=== logic_unit_pipe ===
Figure 1. PDN straps and rails (logic_unit_pipe).
Pins as bars on the die edge. Tap cells in grey.
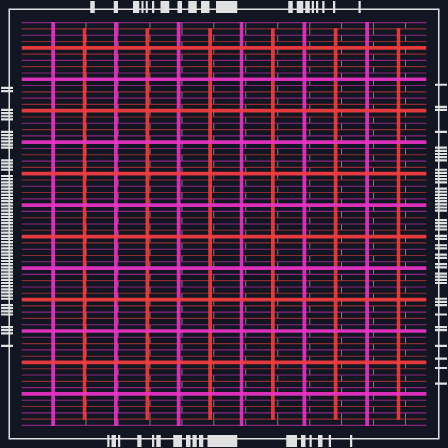
Figure 2. Sequential cells coloured by netlist name (logic_unit_pipe).
Other sequential cells in the stronger grey, the rest of the logic in the fainter grey.
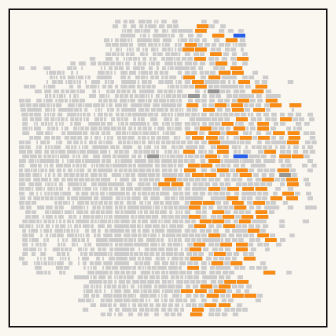
===== src/rtl/logic_unit_pkg.sv =====
// Shared opcode encoding and widths for the pipelined bitwise logic unit.
package logic_unit_pkg;

  localparam int OP_W = 3;

  typedef enum logic [OP_W-1:0] {
    OP_AND  = 3'd0,
    OP_OR   = 3'd1,
    OP_XOR  = 3'd2,
    OP_NAND = 3'd3,
    OP_NOR  = 3'd4,
    OP_XNOR = 3'd5,
    OP_NOTA = 3'd6,
    OP_PASS = 3'd7
  } op_e;

endpackage


===== src/rtl/logic_unit_stage.sv =====
// One pipeline slice holding {valid, result, zero, parity}.
// Loads whenever empty or when the downstream slice is taking its contents.
module logic_unit_stage #(
  parameter int WIDTH = 64
) (
  input  logic             clk,
  input  logic             rst,
  input  logic             in_valid,
  input  logic [WIDTH-1:0] in_r,
  input  logic             in_zero,
  input  logic             in_par,
  input  logic             adv,
  output logic             en,
  output logic             valid,
  output logic [WIDTH-1:0] r,
  output logic             zero,
  output logic             par
);

  assign en = ~valid | adv;

  always_ff @(posedge clk) begin
    if (rst) begin
      valid <= 1'b0;
      r     <= '0;
      zero  <= 1'b0;
      par   <= 1'b0;
    end else if (en) begin
      valid <= in_valid;
      // Bubbles leave the old payload in place so out_r only moves on real data.
      if (in_valid) begin
        r    <= in_r;
        zero <= in_zero;
        par  <= in_par;
      end
    end
  end

endmodule


===== src/rtl/logic_unit_pipe.sv =====
// Pipelined bitwise logic unit: op decode and flags up front, LATENCY slices
// behind it, valid/ready on both sides with a combinational ready chain.
module logic_unit_pipe
  import logic_unit_pkg::*;
#(
  parameter int WIDTH   = 64,
  parameter int LATENCY = 2
) (
  input  logic             clk,
  input  logic             rst,
  input  logic             in_valid,
  output logic             in_ready,
  input  logic [WIDTH-1:0] in_a,
  input  logic [WIDTH-1:0] in_b,
  input  logic [OP_W-1:0]  in_op,
  output logic             out_valid,
  input  logic             out_ready,
  output logic [WIDTH-1:0] out_r,
  output logic             out_zero,
  output logic             out_par
);

  if ((WIDTH < 1) || (LATENCY < 1) || (LATENCY > 4)) begin : g_param_check
    $error("logic_unit_pipe: WIDTH must be >=1 and LATENCY must be 1..4");
  end

  logic [WIDTH-1:0] res;
  logic             res_zero;
  logic             res_par;

  always_comb begin
    res = '0;
    case (op_e'(in_op))
      OP_AND:  res = in_a & in_b;
      OP_OR:   res = in_a | in_b;
      OP_XOR:  res = in_a ^ in_b;
      OP_NAND: res = ~(in_a & in_b);
      OP_NOR:  res = ~(in_a | in_b);
      OP_XNOR: res = ~(in_a ^ in_b);
      OP_NOTA: res = ~in_a;
      OP_PASS: res = in_a;
      default: res = in_a;
    endcase
  end

  assign res_zero = ~|res;
  assign res_par  = ^res;

  logic [LATENCY-1:0] v;
  logic [LATENCY-1:0] en;
  logic [LATENCY-1:0] adv;
  logic [WIDTH-1:0]   r_q [LATENCY];
  logic [LATENCY-1:0] zero_q;
  logic [LATENCY-1:0] par_q;

  // adv[k] = en[k+1], unrolled from the tail: a slice may pass its contents on
  // if the output is taken or any later slice has a hole.
  always_comb begin
    logic room;
    adv  = '0;
    room = out_ready;
    for (int k = LATENCY - 1; k >= 0; k--) begin
      adv[k] = room;
      room   = room | ~v[k];
    end
  end

  for (genvar k = 0; k < LATENCY; k++) begin : g_stage
    logic             ld_valid;
    logic [WIDTH-1:0] ld_r;
    logic             ld_zero;
    logic             ld_par;

    if (k == 0) begin : g_head
      assign ld_valid = in_valid;
      assign ld_r     = res;
      assign ld_zero  = res_zero;
      assign ld_par   = res_par;
    end else begin : g_body
      assign ld_valid = v[k-1];
      assign ld_r     = r_q[k-1];
      assign ld_zero  = zero_q[k-1];
      assign ld_par   = par_q[k-1];
    end

    logic_unit_stage #(.WIDTH(WIDTH)) u_stage (
      .clk      (clk),
      .rst      (rst),
      .in_valid (ld_valid),
      .in_r     (ld_r),
      .in_zero  (ld_zero),
      .in_par   (ld_par),
      .adv      (adv[k]),
      .en       (en[k]),
      .valid    (v[k]),
      .r        (r_q[k]),
      .zero     (zero_q[k]),
      .par      (par_q[k])
    );
  end

  assign in_ready  = en[0] & ~rst;
  assign out_valid = v[LATENCY-1];
  assign out_r     = r_q[LATENCY-1];
  assign out_zero  = zero_q[LATENCY-1];
  assign out_par   = par_q[LATENCY-1];

endmodule


===== config.mk =====
export PLATFORM = sky130hd
export DESIGN_NAME = logic_unit_pipe
export DESIGN_NICKNAME = d
export VERILOG_FILES = /design/src/rtl/logic_unit_pkg.sv /design/src/rtl/logic_unit_stage.sv /design/src/rtl/logic_unit_pipe.sv
export SDC_FILE = /design/constraint.sdc
export NUM_CORES = 1
export LEC_CHECK = 0
export CORE_MARGIN = 5
export CORE_UTILIZATION = 50
export DETAILED_ROUTE_END_ITERATION = 16
export GPL_ROUTABILITY_DRIVEN = 0
export HOLD_SLACK_MARGIN = 0.15
export PLACE_DENSITY = 0.83
export SLEW_MARGIN = 10
export SYNTH_ARGS = -nofsm -noshare
export SYNTH_HDL_FRONTEND = slang
export SYNTH_HIERARCHICAL = 1
export SYNTH_SLANG_ARGS = --single-unit

===== constraint.sdc =====
create_clock -name clk -period 3.1 [get_ports clk]
set_input_delay 0.465 -clock clk [delete_from_list [all_inputs] [get_ports clk]]
set_output_delay 0.465 -clock clk [all_outputs]
set_load 0.01 [all_outputs]

==> impl_metrics.yaml <==
# flow metrics
run_status:
  violations: "negative setup slack"
  outcome: "complete, but fails checks"
power:
  powerComb_mw: 3.42
critical_path:
  rr_startpoint: "g_stage[1].u_stage/valid$_SDFFE_PP0P_"
  cpMaxStageDelayCell: "mux2_2"
  start_kind: "primary input"
  critPathCapture: "g_stage[0].u_stage/par$_SDFFE_PP0P_"
  max_stage_delay_ns: 0.34
timing:
  setup_viol: 1
  setup_ws_ns: -0.00525
  max-slew-margin-rel_pct: 39.3
synth:
  top_cell: "ha_1"
  ys_seq_share_pct: 17.5
  synth_async_sr_flop_share_pct: 0
die:
  boundaryPins: 203
finish:
  buf_share_pct: 20.2
  logic_gate_count: 1267
  top_register: "g_stage.u_stage/r"
routing:
  dr.pass1.iters: 6
  wirelength_um: 48300
clocking:
  root_buffer: "clkbuf_16"
  cts_buffers: 17
  hold_buffers: 0
## Picture notes: Figure 1
legend:
  red:
    net: VDD
  magenta:
    net: VSS
met5 straps: 12
met1 rails: 65
rows: 64
signal pins: 203

## Picture notes: Figure 2
legend:
  blue:
    name_in_the_netlist: g_stage.u_stage/valid
    flops: 2
  orange:
    name_in_the_netlist: g_stage.u_stage/r
    flops: 128
sequential cell area: 2690 µm²
Final Core Density: 65.5%

per-stage QoR:
stage	TNS, ns	area, µm²	cells	utilization, %
after floorplan	0	15300	1699	-
after global placement	-0.835	18400	2372	60.5
after detailed placement	-0.945	18400	2372	60.5
after CTS	0	19300	2407	63.3
after global routing	-0.168	19900	2419	65.5
final	-0.00525	19900	2419	65.5
kinds of logic (layout without fill, tap and decap cells):
kind of cell / Yosys count / count (layout)
fa+ha+maj: 160 / 160
mux: 55 / 55
simple gates: 340 / 340
other cells: 0 / 6
buf+inv: 298 / 616
compound gates: 659 / 659
xor+xnor: 53 / 53
flops: 134 / 134

=== fifo_flops_core ===
Figure 3. Sequential cells coloured by netlist name (fifo_flops_core).
Other sequential cells in the stronger grey, the rest of the logic in the fainter grey.
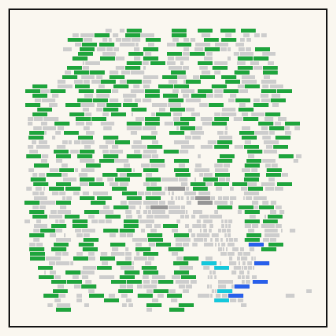
Figure 4. PDN straps and rails (fifo_flops_core).
Pins as bars on the die edge. Tap cells in grey.
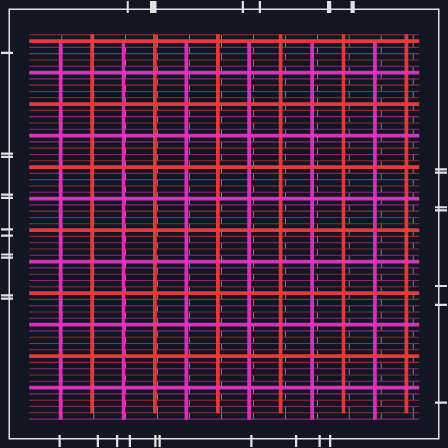
===== src/rtl/fifo_pkg.sv =====
// Shared constants and helpers for the flop-based FIFO.
// Holds default geometry and the occupancy counter width helper.
package fifo_pkg;

  localparam int DEFAULT_DEPTH = 16;
  localparam int DEFAULT_BITS  = 16;

  // Occupancy must represent 0..depth inclusive.
  function automatic int cnt_w(input int d);
    return $clog2(d) + 1;
  endfunction

endpackage


===== src/rtl/fifo_ptr.sv =====
// Wrap-around modulo-depth pointer with increment enable.
// Ports: clk, rst_n (async low), inc, ptr.
module fifo_ptr
  import fifo_pkg::*;
#(
  parameter int depth = DEFAULT_DEPTH
) (
  input  logic                     clk,
  input  logic                     rst_n,
  input  logic                     inc,
  output logic [$clog2(depth)-1:0] ptr
);

  localparam int PW = $clog2(depth);
  localparam logic [PW-1:0] LAST = PW'(depth - 1);

  logic [PW-1:0] ptr_q;
  logic [PW-1:0] ptr_d;

  // Explicit wrap so non-power-of-two depths work.
  always_comb begin
    ptr_d = ptr_q;
    if (inc) begin
      if (ptr_q == LAST) ptr_d = '0;
      else               ptr_d = ptr_q + 1'b1;
    end
  end

  always_ff @(posedge clk or negedge rst_n) begin
    if (!rst_n) ptr_q <= '0;
    else        ptr_q <= ptr_d;
  end

  assign ptr = ptr_q;

endmodule


===== src/rtl/fifo_flops_core.sv =====
// Single-clock flop FIFO, first-word fall-through read data.
// Ports: clk, rst (async low), Din/push, Dout/pop, full, pndng.
module fifo_flops_core
  import fifo_pkg::*;
#(
  parameter int depth = DEFAULT_DEPTH,
  parameter int bits  = DEFAULT_BITS
) (
  input  logic            clk,
  input  logic            rst,
  input  logic [bits-1:0] Din,
  input  logic            push,
  input  logic            pop,
  output logic [bits-1:0] Dout,
  output logic            full,
  output logic            pndng
);

  localparam int PW = $clog2(depth);
  localparam int CW = cnt_w(depth);
  localparam logic [CW-1:0] CMAX = CW'(depth);

  logic [bits-1:0] mem_q [depth];
  logic [bits-1:0] mem_d [depth];
  logic [CW-1:0]   count;
  logic [CW-1:0]   count_d;
  logic [PW-1:0]   wr;
  logic [PW-1:0]   rd;
  logic            push_ok;
  logic            pop_ok;

  assign full  = (count == CMAX);
  assign pndng = (count != '0);

  // A pop frees the head slot in the same edge, so a
  // full FIFO can still take a push alongside it.
  assign push_ok = push && (!full || pop);
  assign pop_ok  = pop && pndng;

  fifo_ptr #(.depth(depth)) u_wr (
    .clk   (clk),
    .rst_n (rst),
    .inc   (push_ok),
    .ptr   (wr)
  );

  fifo_ptr #(.depth(depth)) u_rd (
    .clk   (clk),
    .rst_n (rst),
    .inc   (pop_ok),
    .ptr   (rd)
  );

  always_comb begin
    mem_d = mem_q;
    if (push_ok) mem_d[wr] = Din;
  end

  always_comb begin
    count_d = count;
    unique case (1'b1)
      push_ok && !pop_ok: count_d = count + 1'b1;
      pop_ok && !push_ok: count_d = count - 1'b1;
      default:            count_d = count;
    endcase
  end

  always_ff @(posedge clk or negedge rst) begin
    if (!rst) begin
      mem_q <= '{default: '0};
      count <= '0;
    end else begin
      mem_q <= mem_d;
      count <= count_d;
    end
  end

  assign Dout = pndng ? mem_q[rd] : '0;

endmodule


===== config.mk =====
export PLATFORM = sky130hd
export DESIGN_NAME = fifo_flops_core
export DESIGN_NICKNAME = d
export VERILOG_FILES = /design/src/rtl/fifo_pkg.sv /design/src/rtl/fifo_ptr.sv /design/src/rtl/fifo_flops_core.sv
export SDC_FILE = /design/constraint.sdc
export NUM_CORES = 1
export LEC_CHECK = 0
export CORE_MARGIN = 8
export CORE_UTILIZATION = 45
export CTS_CLUSTER_DIAMETER = 80
export DETAILED_ROUTE_END_ITERATION = 7
export HOLD_SLACK_MARGIN = 0.05
export SETUP_SLACK_MARGIN = 0.02
export SLEW_MARGIN = 40
export SYNTH_ARGS = -nofsm -noshare
export SYNTH_HDL_FRONTEND = slang
export SYNTH_HIERARCHICAL = 1
export SYNTH_SLANG_ARGS = --single-unit

===== constraint.sdc =====
create_clock -name clk -period 3.6 [get_ports clk]
set_input_delay 0.72 -clock clk [delete_from_list [all_inputs] [get_ports clk]]
set_output_delay 0.72 -clock clk [all_outputs]
set_load 0.02 [all_outputs]

==> impl_metrics.yaml <==
# flow metrics
run_status:
  outcome: "finished, final reports clean"
power:
  p_total_mw: 13.9
  p_switching_mw: 4.35
  power.leakage_nw: 6.35
  seq-power_mw: 5.34
  vdd_ir_drop_max_mv: 0.517
  internal_power_mw: 9.50
  pwr-share-comb_pct: 41.3
die:
  die_w_um: 185
  fp_util_pct: 45.9
  die_h_um: 185
routing:
  wirelength_um: 30200
  m1WireLength_um: 13300
  dr.pass1.iters: 4
  wl_per_cell_um: 24.4
  vias: 7163
  drc: 0
global_route:
  met3_usage_pct: 2.55
  antenna_found_initial: 0
  grt_usage_pct: 18.2
  grt.busiest_layer: "met2"
  grt_overflow: 0
clocking:
  cts_buffers: 30
timing:
  drv_slew: 0
  finalCritPeriodShare_pct: 97.9
  max-slew-margin-rel_pct: 59.7
synth:
  floorplan.nets: 815
  common_cells: "dfrtp_1, mux2_2, mux2_4, mux4_2, clkbuf_1"
  avgSynthCellArea_um2: 16.2
  synthTopCellsByArea: "dfrtp_1, mux2_2, mux4_2"
  synthDistinctLibCells: 37
  compound_area_share_pct: 1.90
  top_area_cell: "dfrtp_1"
  synth.mux.area_fraction_pct: 37.7
  top_cell: "dfrtp_1"
  ys.flops: 269
  ys_seq_share_pct: 52.5
finish:
  top_register: "mem_q"
  area_growth_pct: 14.4
  largest_reg_flops: 256
  drive_gt1_share_pct: 50.6
  fillers: 2347
  inverters: 4
  layout_top_cells: "dfrtp_1, mux2_2, mux2_4, mux4_2, buf_4"
  finalNetCount: 867
  lay_top_count: "dfrtp_1"
  ff_count: 269
  final_cells: 1237
critical_path:
  critPathMaxFanout: 9
  crit_start: "count[2]$_DFFE_PN0P_"
  worstPathArrival_ns: 2.80
  cp.required_ns: 2.88
place:
  gp_congestion: 0.762
About Figure 3:
legend:
  cyan:
    name_in_the_netlist: u_wr/ptr
    flops: 4
  green:
    name_in_the_netlist: mem_q
    flops: 256
    where: widely spread
  blue:
    name_in_the_netlist: count
    flops: 5
    where: south-east
not coloured: 4
sequential cell area: 6740 µm²
Seq/total area: 45.9%
Final Core Density: 52.5%

About Figure 4:
legend:
  magenta:
    net: VSS
  red:
    net: VDD
rows: 61
signal pins: 38
met4 straps: 12
tap cells: 378
met1 rails: 62

## worst max-delay path: stages, from the launching register on
cell	delay (ns)
dfrtp_1	0.47
or4_4	0.61
o211ai_2	0.26
buf_4	0.24
nor2b_1	0.08
a221o_1	0.28
dlygate4sd2_1	0.33
## cell families (layout without fill, tap and decap cells)
logic type / Yosys count / after routing
buffers and inverters: 63 / 133
adders and majority gates: 6 / 6
xor gates and xnor gates: 8 / 8
muxes: 339 / 339
and+or+nand+nor: 74 / 74
DFF: 269 / 269
AOI/OAI and AO/OA: 30 / 30


==> notes/layouts.md <==
Pictures saved along the way, in no particular order.

Track usage over the die.
(a)
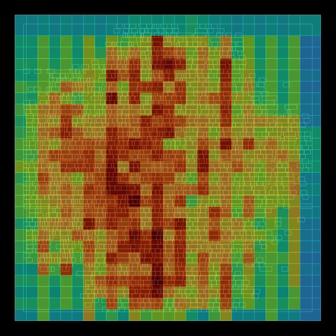
(b)
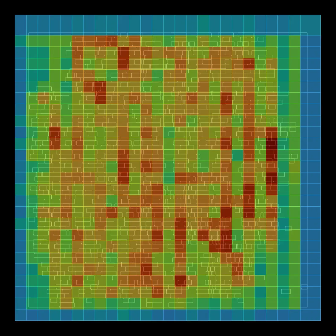
logic_unit_pipe is (a).
fifo_flops_core is (b).

No activity file was given, so power comes from the tool's default toggle rates.
